=== block 1 ===
===== config.mk =====
export PLATFORM = sky130hd
export DESIGN_NAME = sprite_compositor
export DESIGN_NICKNAME = d
export VERILOG_FILES = /design/src/rtl/sprite_pkg.sv /design/src/rtl/sprite_hit_unit.sv /design/src/rtl/sprite_compositor.sv
export SDC_FILE = /design/constraint.sdc
export NUM_CORES = 2
export LEC_CHECK = 0
export ABC_AREA = 1
export ABC_CLOCK_PERIOD_IN_PS = 7300
export CAP_MARGIN = 20
export CORE_MARGIN = 3
export CORE_UTILIZATION = 60
export CTS_BUF_LIST = sky130_fd_sc_hd__clkbuf_4
export CTS_CLUSTER_DIAMETER = 60
export DETAILED_ROUTE_END_ITERATION = 10
export GPL_ROUTABILITY_DRIVEN = 0
export PLACE_DENSITY_LB_ADDON = 0.12
export SYNTH_ARGS = -nofsm -noshare
export SYNTH_HDL_FRONTEND = slang
export SYNTH_SLANG_ARGS = --single-unit

===== constraint.sdc =====
create_clock -name clk -period 7.3 [get_ports clk]
set_input_delay 1.46 -clock clk [delete_from_list [all_inputs] [get_ports clk]]
set_output_delay 1.46 -clock clk [all_outputs]
set_load 0.01 [all_outputs]

===== src/rtl/sprite_pkg.sv =====
// Shared definitions for the sprite compositor.
// Holds the register field encodings, CTRL bit positions, the packed colour
// layout ({r,g,b}, 3 bits each) and the background reset colour.
package sprite_pkg;

  typedef enum logic [2:0] {
    FLD_X     = 3'd0,
    FLD_Y     = 3'd1,
    FLD_W     = 3'd2,
    FLD_H     = 3'd3,
    FLD_COLOR = 3'd4,
    FLD_CTRL  = 3'd5
  } field_e;

  localparam int unsigned CTRL_EN_BIT    = 0;
  localparam int unsigned CTRL_SHAPE_BIT = 1;
  localparam int unsigned CTRL_W         = 2;
  localparam int unsigned COLOR_W        = 9;

  typedef struct packed {
    logic [2:0] r;
    logic [2:0] g;
    logic [2:0] b;
  } rgb_t;

  localparam rgb_t BG_RESET = '{r: 3'b111, g: 3'b000, b: 3'b000};

endpackage


===== src/rtl/sprite_hit_unit.sv =====
// Per-sprite hit test, two pipeline stages.
//   Stage 1 (registered here): |dx|, |dy|, rectangle hit, and a snapshot of the
//     sprite's radius / enable / shape so a commit cannot disturb a pixel in flight.
//   Stage 2 (combinational out of the stage-1 registers; the top registers the
//     resulting colour): circle test dx^2+dy^2 < r^2 and final hit select.
// Ports:
//   clk, rst            clock, async active-low reset
//   pix_x, pix_y        scan coordinate entering stage 1
//   spr_x, spr_y        active sprite centre
//   spr_w, spr_h        half-width / radius, half-height
//   spr_ctrl            {shape, enable}
//   hit                 stage-2 hit for the pixel held in stage 1
module sprite_hit_unit
  import sprite_pkg::*;
#(
  parameter int unsigned X_W = 10,
  parameter int unsigned Y_W = 9
) (
  input  logic              clk,
  input  logic              rst,
  input  logic [X_W-1:0]    pix_x,
  input  logic [Y_W-1:0]    pix_y,
  input  logic [X_W-1:0]    spr_x,
  input  logic [Y_W-1:0]    spr_y,
  input  logic [X_W-1:0]    spr_w,
  input  logic [Y_W-1:0]    spr_h,
  input  logic [CTRL_W-1:0] spr_ctrl,
  output logic              hit
);

  localparam int unsigned SQ_W = 2 * X_W + 1;

  logic signed [X_W:0] diff_x;
  logic signed [Y_W:0] diff_y;
  logic [X_W-1:0]      abs_x;
  logic [Y_W-1:0]      abs_y;
  logic                rect_hit;

  // One extra bit keeps the signed difference exact, so coordinates never wrap.
  always_comb begin
    diff_x   = $signed({1'b0, pix_x}) - $signed({1'b0, spr_x});
    diff_y   = $signed({1'b0, pix_y}) - $signed({1'b0, spr_y});
    abs_x    = X_W'(diff_x[X_W] ? -diff_x : diff_x);
    abs_y    = Y_W'(diff_y[Y_W] ? -diff_y : diff_y);
    rect_hit = (abs_x < spr_w) && (abs_y < spr_h);
  end

  logic [X_W-1:0] s1_dx;
  logic [Y_W-1:0] s1_dy;
  logic [X_W-1:0] s1_w;
  logic           s1_rect;
  logic           s1_en;
  logic           s1_circle;

  always_ff @(posedge clk or negedge rst) begin
    if (!rst) begin
      s1_dx     <= '0;
      s1_dy     <= '0;
      s1_w      <= '0;
      s1_rect   <= 1'b0;
      s1_en     <= 1'b0;
      s1_circle <= 1'b0;
    end else begin
      s1_dx     <= abs_x;
      s1_dy     <= abs_y;
      s1_w      <= spr_w;
      s1_rect   <= rect_hit;
      s1_en     <= spr_ctrl[CTRL_EN_BIT];
      s1_circle <= spr_ctrl[CTRL_SHAPE_BIT];
    end
  end

  logic [SQ_W-1:0] dist_sq;
  logic [SQ_W-1:0] rad_sq;
  logic            circ_hit;

  always_comb begin
    dist_sq  = SQ_W'(s1_dx) * SQ_W'(s1_dx) + SQ_W'(s1_dy) * SQ_W'(s1_dy);
    rad_sq   = SQ_W'(s1_w) * SQ_W'(s1_w);
    circ_hit = dist_sq < rad_sq;
    hit      = s1_en && (s1_circle ? circ_hit : s1_rect);
  end

endmodule


===== src/rtl/sprite_compositor.sv =====
// Sprite compositor: double-buffered sprite register file, per-sprite hit
// units and a lowest-index-wins priority mux producing 9-bit RGB, 2-cycle latency.
// Ports:
//   clk, rst                    clock, async active-low reset
//   wr_en/wr_sprite/wr_field/wr_data  CPU writes into the shadow set
//                               (wr_sprite == NUM_SPRITES selects globals)
//   commit                      copies shadow set to active set
//   pix_valid, pix_x, pix_y     pixel request
//   out_valid, ored/ogreen/oblue  result, held while out_valid is low
module sprite_compositor
  import sprite_pkg::*;
#(
  parameter int unsigned NUM_SPRITES = 4,
  parameter int unsigned X_W         = 10,
  parameter int unsigned Y_W         = 9,
  parameter int unsigned SPR_ID_W    = 5
) (
  input  logic                clk,
  input  logic                rst,
  input  logic                wr_en,
  input  logic [SPR_ID_W-1:0] wr_sprite,
  input  logic [2:0]          wr_field,
  input  logic [X_W-1:0]      wr_data,
  input  logic                commit,
  input  logic                pix_valid,
  input  logic [X_W-1:0]      pix_x,
  input  logic [Y_W-1:0]      pix_y,
  output logic                out_valid,
  output logic [2:0]          ored,
  output logic [2:0]          ogreen,
  output logic [2:0]          oblue
);

  logic [X_W-1:0]     sh_x     [NUM_SPRITES];
  logic [Y_W-1:0]     sh_y     [NUM_SPRITES];
  logic [X_W-1:0]     sh_w     [NUM_SPRITES];
  logic [Y_W-1:0]     sh_h     [NUM_SPRITES];
  logic [COLOR_W-1:0] sh_color [NUM_SPRITES];
  logic [CTRL_W-1:0]  sh_ctrl  [NUM_SPRITES];
  logic [COLOR_W-1:0] sh_bg;

  logic [X_W-1:0]     act_x     [NUM_SPRITES];
  logic [Y_W-1:0]     act_y     [NUM_SPRITES];
  logic [X_W-1:0]     act_w     [NUM_SPRITES];
  logic [Y_W-1:0]     act_h     [NUM_SPRITES];
  logic [COLOR_W-1:0] act_color [NUM_SPRITES];
  logic [CTRL_W-1:0]  act_ctrl  [NUM_SPRITES];
  logic [COLOR_W-1:0] act_bg;

  // Shadow writes and commit share one block: the commit copy reads the
  // shadow value from before this cycle's write, so a same-cycle write
  // waits for the next commit.
  always_ff @(posedge clk or negedge rst) begin
    if (!rst) begin
      for (int unsigned i = 0; i < NUM_SPRITES; i++) begin
        sh_x[i]      <= '0;
        sh_y[i]      <= '0;
        sh_w[i]      <= '0;
        sh_h[i]      <= '0;
        sh_color[i]  <= '0;
        sh_ctrl[i]   <= '0;
        act_x[i]     <= '0;
        act_y[i]     <= '0;
        act_w[i]     <= '0;
        act_h[i]     <= '0;
        act_color[i] <= '0;
        act_ctrl[i]  <= '0;
      end
      sh_bg  <= BG_RESET;
      act_bg <= BG_RESET;
    end else begin
      if (commit) begin
        for (int unsigned i = 0; i < NUM_SPRITES; i++) begin
          act_x[i]     <= sh_x[i];
          act_y[i]     <= sh_y[i];
          act_w[i]     <= sh_w[i];
          act_h[i]     <= sh_h[i];
          act_color[i] <= sh_color[i];
          act_ctrl[i]  <= sh_ctrl[i];
        end
        act_bg <= sh_bg;
      end
      if (wr_en) begin
        if (wr_sprite == SPR_ID_W'(NUM_SPRITES)) begin
          if (wr_field == FLD_COLOR) sh_bg <= wr_data[COLOR_W-1:0];
        end else begin
          for (int unsigned i = 0; i < NUM_SPRITES; i++) begin
            if (wr_sprite == SPR_ID_W'(i)) begin
              case (wr_field)
                FLD_X:     sh_x[i]     <= wr_data;
                FLD_Y:     sh_y[i]     <= wr_data[Y_W-1:0];
                FLD_W:     sh_w[i]     <= wr_data;
                FLD_H:     sh_h[i]     <= wr_data[Y_W-1:0];
                FLD_COLOR: sh_color[i] <= wr_data[COLOR_W-1:0];
                FLD_CTRL:  sh_ctrl[i]  <= wr_data[CTRL_W-1:0];
                default: ;
              endcase
            end
          end
        end
      end
    end
  end

  logic [NUM_SPRITES-1:0] hits;

  for (genvar g = 0; g < NUM_SPRITES; g++) begin : g_hit
    sprite_hit_unit #(
      .X_W (X_W),
      .Y_W (Y_W)
    ) u_hit (
      .clk      (clk),
      .rst      (rst),
      .pix_x    (pix_x),
      .pix_y    (pix_y),
      .spr_x    (act_x[g]),
      .spr_y    (act_y[g]),
      .spr_w    (act_w[g]),
      .spr_h    (act_h[g]),
      .spr_ctrl (act_ctrl[g]),
      .hit      (hits[g])
    );
  end

  // Colours are snapshotted in stage 1 alongside the geometry.
  logic               s1_valid;
  logic [COLOR_W-1:0] s1_color [NUM_SPRITES];
  logic [COLOR_W-1:0] s1_bg;

  always_ff @(posedge clk or negedge rst) begin
    if (!rst) begin
      s1_valid <= 1'b0;
      s1_bg    <= '0;
      for (int unsigned i = 0; i < NUM_SPRITES; i++) s1_color[i] <= '0;
    end else begin
      s1_valid <= pix_valid;
      s1_bg    <= act_bg;
      for (int unsigned i = 0; i < NUM_SPRITES; i++) s1_color[i] <= act_color[i];
    end
  end

  rgb_t sel_rgb;
  logic found;

  always_comb begin
    sel_rgb = rgb_t'(s1_bg);
    found   = 1'b0;
    for (int unsigned i = 0; i < NUM_SPRITES; i++) begin
      if (!found && hits[i]) begin
        sel_rgb = rgb_t'(s1_color[i]);
        found   = 1'b1;
      end
    end
  end

  always_ff @(posedge clk or negedge rst) begin
    if (!rst) begin
      out_valid <= 1'b0;
      ored      <= '0;
      ogreen    <= '0;
      oblue     <= '0;
    end else begin
      out_valid <= s1_valid;
      if (s1_valid) begin
        ored   <= sel_rgb.r;
        ogreen <= sel_rgb.g;
        oblue  <= sel_rgb.b;
      end
    end
  end

endmodule


=== block 2 ===
--- src/rtl/multicycle_ctrl.sv ---
// Control FSM for the multicycle RV32I-subset core: sequences fetch/decode/execute/memory/writeback
// and drives datapath selects, write enables and the req/ack memory handshake.
package multicycle_ctrl_pkg;
   typedef enum logic [2:0] {
      ALU_ADD = 3'd0,
      ALU_SUB = 3'd1,
      ALU_AND = 3'd2,
      ALU_OR  = 3'd3,
      ALU_SLT = 3'd4
   } alu_op_e;
endpackage

module multicycle_ctrl
   import multicycle_ctrl_pkg::*;
(
   input  logic       clk,
   input  logic       rst,
   input  logic [6:0] opcode,
   input  logic [2:0] funct3,
   input  logic       funct7b5,
   input  logic       zero,
   input  logic       mem_ack,
   output logic       mem_req,
   output logic       mem_write,
   output logic       adr_src,
   output logic       ir_write,
   output logic       pc_write,
   output logic       reg_write,
   output logic [1:0] alu_src_a,
   output logic [1:0] alu_src_b,
   output alu_op_e    alu_op,
   output logic [1:0] result_src,
   output logic [1:0] imm_src,
   output logic       retire,
   output logic       illegal
);
   localparam int unsigned OPW = 7;
   localparam logic [OPW-1:0] OP_LOAD  = 7'b0000011;
   localparam logic [OPW-1:0] OP_STORE = 7'b0100011;
   localparam logic [OPW-1:0] OP_RTYPE = 7'b0110011;
   localparam logic [OPW-1:0] OP_ITYPE = 7'b0010011;
   localparam logic [OPW-1:0] OP_BRNCH = 7'b1100011;
   localparam logic [OPW-1:0] OP_JAL   = 7'b1101111;

   typedef enum logic [3:0] {
      S_FETCH, S_DECODE, S_MEMADR, S_MEMREAD, S_MEMWB, S_MEMWRITE,
      S_EXECR, S_EXECI, S_ALUWB, S_BEQ, S_JAL, S_ILLEGAL
   } state_e;

   state_e  state, state_next;
   alu_op_e alu_dec;
   logic    f3_ok;
   logic    mem_req_raw, mem_write_raw, ir_write_raw, pc_write_raw;
   logic    reg_write_raw, retire_raw, illegal_raw;

   // State register
   always_ff @(posedge clk) begin
      if (rst) state <= S_FETCH;
      else     state <= state_next;
   end

   // ALU operation from funct3; funct7b5 only selects SUB for R-type
   always_comb begin
      alu_dec = ALU_ADD;
      f3_ok   = 1'b1;
      case (funct3)
         3'b000:  alu_dec = (opcode == OP_RTYPE && funct7b5) ? ALU_SUB : ALU_ADD;
         3'b010:  alu_dec = ALU_SLT;
         3'b110:  alu_dec = ALU_OR;
         3'b111:  alu_dec = ALU_AND;
         default: f3_ok   = 1'b0;
      endcase
   end

   // Immediate format follows the opcode, independent of state
   always_comb begin
      imm_src = 2'b00;
      case (opcode)
         OP_STORE: imm_src = 2'b01;
         OP_BRNCH: imm_src = 2'b10;
         OP_JAL:   imm_src = 2'b11;
         default:  imm_src = 2'b00;
      endcase
   end

   // Next state and state-decoded outputs
   always_comb begin
      state_next    = state;
      mem_req_raw   = 1'b0;
      mem_write_raw = 1'b0;
      ir_write_raw  = 1'b0;
      pc_write_raw  = 1'b0;
      reg_write_raw = 1'b0;
      retire_raw    = 1'b0;
      illegal_raw   = 1'b0;
      adr_src       = 1'b0;
      alu_src_a     = 2'b00;
      alu_src_b     = 2'b00;
      alu_op        = ALU_ADD;
      result_src    = 2'b00;
      unique case (state)
         S_FETCH: begin
            mem_req_raw = 1'b1;
            alu_src_b   = 2'b10;
            result_src  = 2'b10;
            if (mem_ack) begin
               ir_write_raw = 1'b1;
               pc_write_raw = 1'b1;
               state_next   = S_DECODE;
            end
         end
         S_DECODE: begin
            alu_src_a = 2'b01;
            alu_src_b = 2'b01;
            case (opcode)
               OP_LOAD, OP_STORE: state_next = S_MEMADR;
               OP_RTYPE:          state_next = f3_ok ? S_EXECR : S_ILLEGAL;
               OP_ITYPE:          state_next = f3_ok ? S_EXECI : S_ILLEGAL;
               OP_BRNCH:          state_next = (funct3 == 3'b000) ? S_BEQ : S_ILLEGAL;
               OP_JAL:            state_next = S_JAL;
               default:           state_next = S_ILLEGAL;
            endcase
         end
         S_MEMADR: begin
            alu_src_a  = 2'b10;
            alu_src_b  = 2'b01;
            state_next = (opcode == OP_LOAD) ? S_MEMREAD : S_MEMWRITE;
         end
         S_MEMREAD: begin
            mem_req_raw = 1'b1;
            adr_src     = 1'b1;
            if (mem_ack) state_next = S_MEMWB;
         end
         S_MEMWB: begin
            result_src    = 2'b01;
            reg_write_raw = 1'b1;
            retire_raw    = 1'b1;
            state_next    = S_FETCH;
         end
         S_MEMWRITE: begin
            mem_req_raw   = 1'b1;
            mem_write_raw = 1'b1;
            adr_src       = 1'b1;
            if (mem_ack) begin
               retire_raw = 1'b1;
               state_next = S_FETCH;
            end
         end
         S_EXECR: begin
            alu_src_a  = 2'b10;
            alu_op     = alu_dec;
            state_next = S_ALUWB;
         end
         S_EXECI: begin
            alu_src_a  = 2'b10;
            alu_src_b  = 2'b01;
            alu_op     = alu_dec;
            state_next = S_ALUWB;
         end
         S_ALUWB: begin
            reg_write_raw = 1'b1;
            retire_raw    = 1'b1;
            state_next    = S_FETCH;
         end
         S_BEQ: begin
            alu_src_a    = 2'b10;
            alu_op       = ALU_SUB;
            pc_write_raw = zero;
            retire_raw   = 1'b1;
            state_next   = S_FETCH;
         end
         S_JAL: begin
            alu_src_a    = 2'b01;
            alu_src_b    = 2'b10;
            pc_write_raw = 1'b1;
            state_next   = S_ALUWB;
         end
         S_ILLEGAL: begin
            illegal_raw = 1'b1;
         end
         default: state_next = S_FETCH;
      endcase
   end

   // Reset masks every side effect in the cycle it is asserted
   assign mem_req   = mem_req_raw   & ~rst;
   assign mem_write = mem_write_raw & ~rst;
   assign ir_write  = ir_write_raw  & ~rst;
   assign pc_write  = pc_write_raw  & ~rst;
   assign reg_write = reg_write_raw & ~rst;
   assign retire    = retire_raw    & ~rst;
   assign illegal   = illegal_raw   & ~rst;

endmodule

--- config.mk ---
export PLATFORM = sky130hd
export DESIGN_NAME = multicycle_ctrl
export DESIGN_NICKNAME = d
export VERILOG_FILES = /design/src/rtl/multicycle_ctrl.sv
export SDC_FILE = /design/constraint.sdc
export NUM_CORES = 1
export LEC_CHECK = 0
export CELL_PAD_IN_SITES_DETAIL_PLACEMENT = 2
export CELL_PAD_IN_SITES_GLOBAL_PLACEMENT = 2
export CORE_ASPECT_RATIO = 1.2
export CORE_MARGIN = 2
export CORE_UTILIZATION = 18
export DETAILED_ROUTE_END_ITERATION = 10
export PLACE_DENSITY_LB_ADDON = 0.2
export SLEW_MARGIN = 30
export SYNTH_ARGS = -nofsm -noshare
export SYNTH_HDL_FRONTEND = slang
export SYNTH_SLANG_ARGS = --single-unit
--- constraint.sdc ---
create_clock -name clk -period 1.38 [get_ports clk]
set_input_delay 0.276 -clock clk [delete_from_list [all_inputs] [get_ports clk]]
set_output_delay 0.276 -clock clk [all_outputs]
set_load 0.01 [all_outputs]
=== block 3 ===
File: src/rtl/sample_ctrl.sv
// Sequencer for the Ising sampler: preload, free-run window, then stream
// one phase word per spin over a valid/ready port.
`ifndef PHASE_ADDR_BASE
`define PHASE_ADDR_BASE 32'h0000_1000
`endif

module sample_ctrl #(
  parameter int          N            = 3,
  parameter logic [31:0] ADDR_BASE    = `PHASE_ADDR_BASE,
  parameter int          CLEAR_CYCLES = 2
) (
  input  logic        clk,
  input  logic        rst,
  input  logic        start,
  input  logic        abort,
  input  logic [31:0] run_cycles,
  output logic        busy,
  output logic        done,
  output logic        sample_rstn,
  output logic        sample_hold,
  output logic        osc_en,
  output logic [31:0] rd_addr,
  input  logic [31:0] phase,
  output logic        out_valid,
  input  logic        out_ready,
  output logic [31:0] out_data,
  output logic [31:0] out_index,
  output logic        out_last
);

  typedef enum logic [2:0] {S_IDLE, S_CLEAR, S_RUN, S_READ, S_DONE} state_t;

  state_t      r_state, w_nstate;
  logic [31:0] r_len, w_nlen;
  logic [31:0] r_cnt, w_ncnt;
  logic [31:0] r_idx, w_nidx;
  logic [3:0]  r_clr, w_nclr;
  logic        w_xfer;

  assign w_xfer   = (r_state == S_READ) && out_valid && out_ready;
  assign out_data = phase;
  assign out_index = r_idx;

  always_comb begin
    w_nstate = r_state;
    w_nlen   = r_len;
    w_ncnt   = r_cnt;
    w_nidx   = r_idx;
    w_nclr   = r_clr;
    case (r_state)
      S_IDLE: if (start) begin
        w_nstate = S_CLEAR;
        w_nlen   = run_cycles;
        w_nclr   = 4'd0;
      end
      S_CLEAR: begin
        if (abort) begin
          w_nstate = S_IDLE;
        end else if (r_clr == 4'(CLEAR_CYCLES - 1)) begin
          if (r_len == 32'd0) begin
            w_nstate = S_READ;
            w_nidx   = 32'd0;
          end else begin
            w_nstate = S_RUN;
            w_ncnt   = r_len;
          end
        end else begin
          w_nclr = r_clr + 4'd1;
        end
      end
      S_RUN: begin
        // <=1 rather than ==1 keeps the counter from ever wrapping below zero
        if (abort) begin
          w_nstate = S_IDLE;
          w_ncnt   = 32'd0;
        end else if (r_cnt <= 32'd1) begin
          w_nstate = S_READ;
          w_ncnt   = 32'd0;
          w_nidx   = 32'd0;
        end else begin
          w_ncnt = r_cnt - 32'd1;
        end
      end
      S_READ: begin
        if (abort) begin
          w_nstate = S_IDLE;
          w_nidx   = 32'd0;
        end else if (w_xfer) begin
          if (r_idx == 32'(N - 1)) begin
            w_nstate = S_DONE;
            w_nidx   = 32'd0;
          end else begin
            w_nidx = r_idx + 32'd1;
          end
        end
      end
      S_DONE:  w_nstate = S_IDLE;
      default: w_nstate = S_IDLE;
    endcase
  end

  // Outputs are decoded from the next state so they line up with the state
  // they describe while still coming straight out of flops.
  always_ff @(posedge clk) begin
    if (rst) begin
      r_state     <= S_IDLE;
      r_len       <= 32'd0;
      r_cnt       <= 32'd0;
      r_idx       <= 32'd0;
      r_clr       <= 4'd0;
      busy        <= 1'b0;
      done        <= 1'b0;
      sample_rstn <= 1'b1;
      sample_hold <= 1'b1;
      osc_en      <= 1'b0;
      out_valid   <= 1'b0;
      out_last    <= 1'b0;
      rd_addr     <= ADDR_BASE;
    end else begin
      r_state     <= w_nstate;
      r_len       <= w_nlen;
      r_cnt       <= w_ncnt;
      r_idx       <= w_nidx;
      r_clr       <= w_nclr;
      busy        <= (w_nstate != S_IDLE);
      done        <= (w_nstate == S_DONE);
      sample_rstn <= (w_nstate != S_CLEAR);
      sample_hold <= (w_nstate != S_CLEAR) && (w_nstate != S_RUN);
      osc_en      <= (w_nstate == S_RUN);
      out_valid   <= (w_nstate == S_READ);
      out_last    <= (w_nstate == S_READ) && (w_nidx == 32'(N - 1));
      rd_addr     <= (w_nstate == S_READ) ? ADDR_BASE + {w_nidx[29:0], 2'b00} : ADDR_BASE;
    end
  end

endmodule

File: config.mk
export PLATFORM = sky130hd
export DESIGN_NAME = sample_ctrl
export DESIGN_NICKNAME = d
export VERILOG_FILES = /design/src/rtl/sample_ctrl.sv
export SDC_FILE = /design/constraint.sdc
export NUM_CORES = 1
export LEC_CHECK = 0
export ABC_AREA = 1
export CAP_MARGIN = 20
export CORE_UTILIZATION = 47
export DETAILED_ROUTE_END_ITERATION = 8
export GPL_TIMING_DRIVEN = 0
export PLACE_DENSITY = 0.77
export SKIP_CTS_REPAIR_TIMING = 1
export SYNTH_ARGS = -nofsm -noshare
export SYNTH_HDL_FRONTEND = slang
export SYNTH_SLANG_ARGS = --single-unit
File: constraint.sdc
create_clock -name clk -period 2.3 [get_ports clk]
set_input_delay 0.46 -clock clk [delete_from_list [all_inputs] [get_ports clk]]
set_output_delay 0.46 -clock clk [all_outputs]
set_load 0.03 [all_outputs]
### Cell placement, block 2

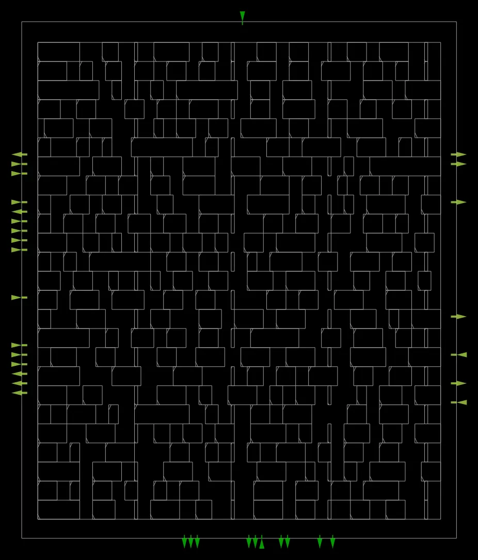
# Taps: 54
core area: 3910 sq um
row count: 25
Final Util: 55.6%

==> run_results.csv, block 2 <==
group,metric,value,unit
detailed_routing,met1_length,2.83,mm
timing,rsz0062_at_grt,"true",
timing,finalCritPeriodShare,126,%
timing,setup_viol,23,
synthesis,xor_area_share,2.41,%
detailed_routing,maxUsedRoutingLayer,"met4",
status,status,"complete, but fails checks",
cts,cts_hold_buf,0,
grt,grt_pass1_wl,8.69,mm
detailed_routing,wl_met2,4.22,mm
final_layout,antenna_cells,0,
status,failed_checks,"setup timing",
setup_path,slowest_stage,"dfxtp_4",
final_layout,inv_count,4,
synthesis,ys_cells,112,
setup_path,cpLargestDelayFamily,"simple AND/OR/NAND/NOR gates",
timing,setup_ws,-0.357,ns
synthesis,syn_area_per_cell,6.50,sq um
synthesis,synth_flop_count,4,
hold_path,hp-class,"primary input to flop",
setup_path,critPathLaunch,"state[2]$_SDFFE_PP0P_",
placed_design,dpl.hpwl,3.19,mm
synthesis,synth-edff-count,0,
[block 2: Yosys cell counts (all sizes together) (3+ instances only)]
cell | number | area share [%]
a211oi | 3 | 4.5
o21ai | 6 | 4.1
nor2b | 7 | 6.0
clkbuf | 3 | 3.1
nor4 | 3 | 2.6
nor3b | 3 | 3.1
nor2 | 17 | 8.8
nor3 | 6 | 4.1
buf | 5 | 5.2
nand2 | 10 | 5.2
inv | 4 | 2.1
a21oi | 7 | 4.8
dfxtp | 4 | 11
[block 2: worst min-delay path, stage by stage]
cell	delay, ns
buf_2	0.09
buf_4	0.15
a21oi_1	0.09
o22ai_1	0.13
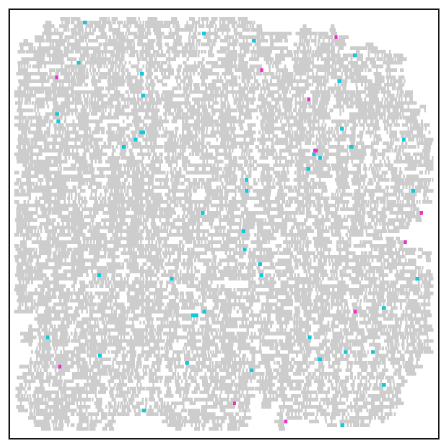
*Gate families picked out, block 1*
colour	family	cells	where
cyan	AND-OR and OR-AND gates	45	all over the die
magenta	AND and OR gates	11	all over the die

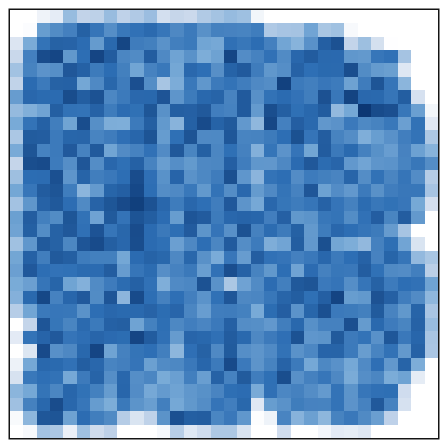
*Local utilization, block 1*
The die is cut into 32 by 32 equal tiles; white is low, dark blue is high, 0 to 100% covered.
nearly empty tiles	6.2%
emptiest ninth of the die	north-east
fullest tile	97%

==> run_results.csv, block 1 <==
group,metric,value,unit
status,status,"finished clean",
setup_path,start_kind,"flop",
setup_path,critical_path_depth,37,
synthesis,synth-edff-count,0,
final_layout,nClkBuffers,233,
synthesis,synth_cell_types,48,
timing,slew_headroom,29.1,%
synthesis,yosys_warnings,0,
cts,tritoncts,"yes",
setup_path,critPathLaunch,"g_hit[1].u_hit.s1_dy[6]$_DFF_PN0_",
final_layout,synthToLayoutAreaGrowth,9.03,%
cts,clk_latency,1.00,ns
synthesis,synth_top_area_share,25.2,%
detailed_routing,drcViolationCount,0,
synthesis,synthCells,6777,
detailed_routing,met1_length,58.9,mm
synthesis,synthesis.area,58400,sq um
setup_path,reg2reg_slack,0.22,ns
final_layout,lay_top_count,"inv_1",
setup_path,critPathCaptureType,"flop",
placed_design,dp.cells,8014,
grt,use_met2,41.6,%
grt,grt_usage,26.1,%
final_layout,antenna_cells,8,
timing,setup_tns,0,ns
synthesis,synth_adder_area_share,36.5,%
hold_path,hp-class,"flop to flop",
[block 1: state kept, by name, indices dropped and copies added (netlist names), 8 cells and up]
name / cells
act_y: 36
g_hit.u_hit.s1_w: 40
act_x: 40
g_hit.u_hit.s1_dy: 36
sh_x: 40
sh_bg: 9
sh_w: 40
sh_h: 36
act_ctrl: 8
act_h: 36
sh_ctrl: 8
s1_bg: 9
sh_color: 36
act_bg: 9
s1_color: 36
sh_y: 36
g_hit.u_hit.s1_dx: 40
act_w: 40
act_color: 36
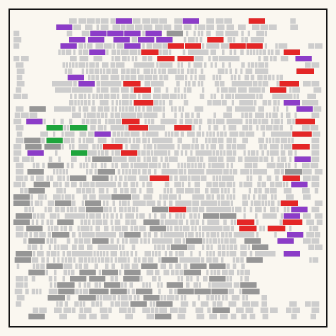
*Sequential cells coloured by netlist name, block 3*
colour	signal	placed flops
green	r_clr	4
red	out_index	32
purple	rd_addr	30
not coloured	74

==> run_results.csv, block 3 <==
group,metric,value,unit
status,status,"complete, but fails checks",
status,failed_checks,"setup timing",
timing,setup_tns,-2.67,ns
job,warnings,31,
final_layout,logic_area,5350,sq um
hold_path,min_from,"abort",
timing,setup_ws,-0.273,ns
detailed_routing,routed_via_density,5.60,
setup_path,critPathLaunch,"r_len[13]$_SDFFE_PP0P_",
synthesis,synthTopCellsByArea,"dfxtp_1, nor2_1, nand2_1, inv_1, a21oi_1",
synthesis,top_area_cell,"dfxtp_1",
detailed_routing,drcViolationCount,0,
final_layout,antenna_cells,0,
timing,setup_viol,18,
final_layout,final_cell_count_no_fill,1748,
detailed_routing,met1_length,12.9,mm
detailed_routing,wl_met3,3.02,mm
final_layout,fillCellCount,1392,
setup_path,rr_startpoint,"r_len[13]$_SDFFE_PP0P_",
synthesis,synth_cell_types,55,
block 3: registers in the layout, indices dropped and copies added, names as in the netlist:
register     cells
out_index       32
r_cnt           32
r_len           32
rd_addr         30
r_clr            4
r_state          3
busy             1
done             1
osc_en           1
out_last         1
out_valid        1
sample_hold      1
sample_rstn      1
block 3: final cells by class:
class,count,share of cell area (%)
Clock inverter,14,1.00
Multi-Input combinational cell,889,43.6
Buffer,73,4.19
Clock buffer,17,3.47
Inverter,183,5.72
Sequential cell,140,23.4
Timing Repair Buffer,207,16.2
Tap cell,225,2.30


==> layout pictures side by side <==
Met1 routing.
panel A
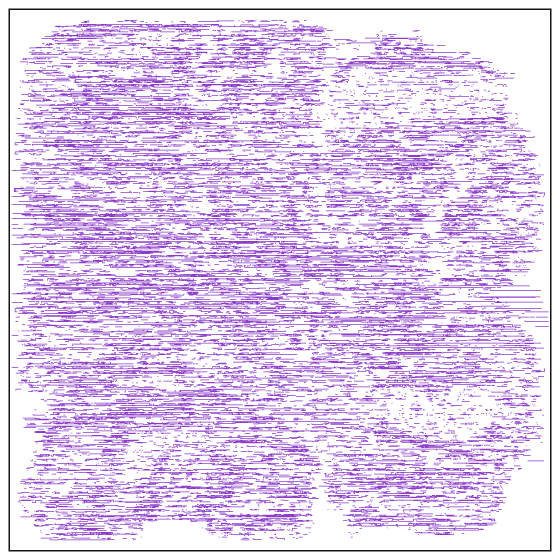
panel B
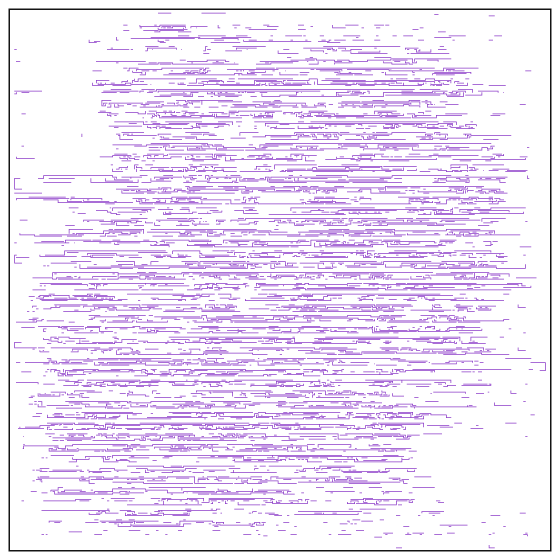
panel C
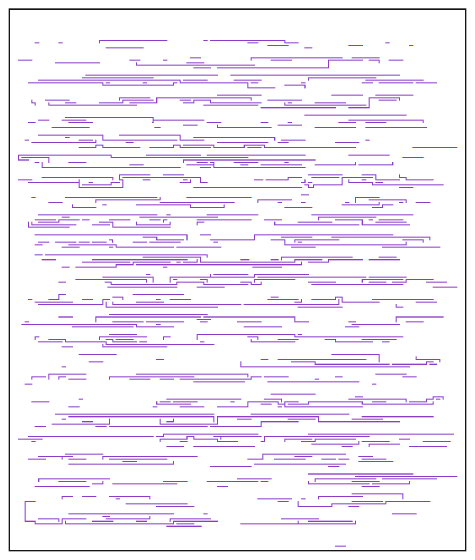
panel A -> block 1
panel C -> block 2
panel B -> block 3

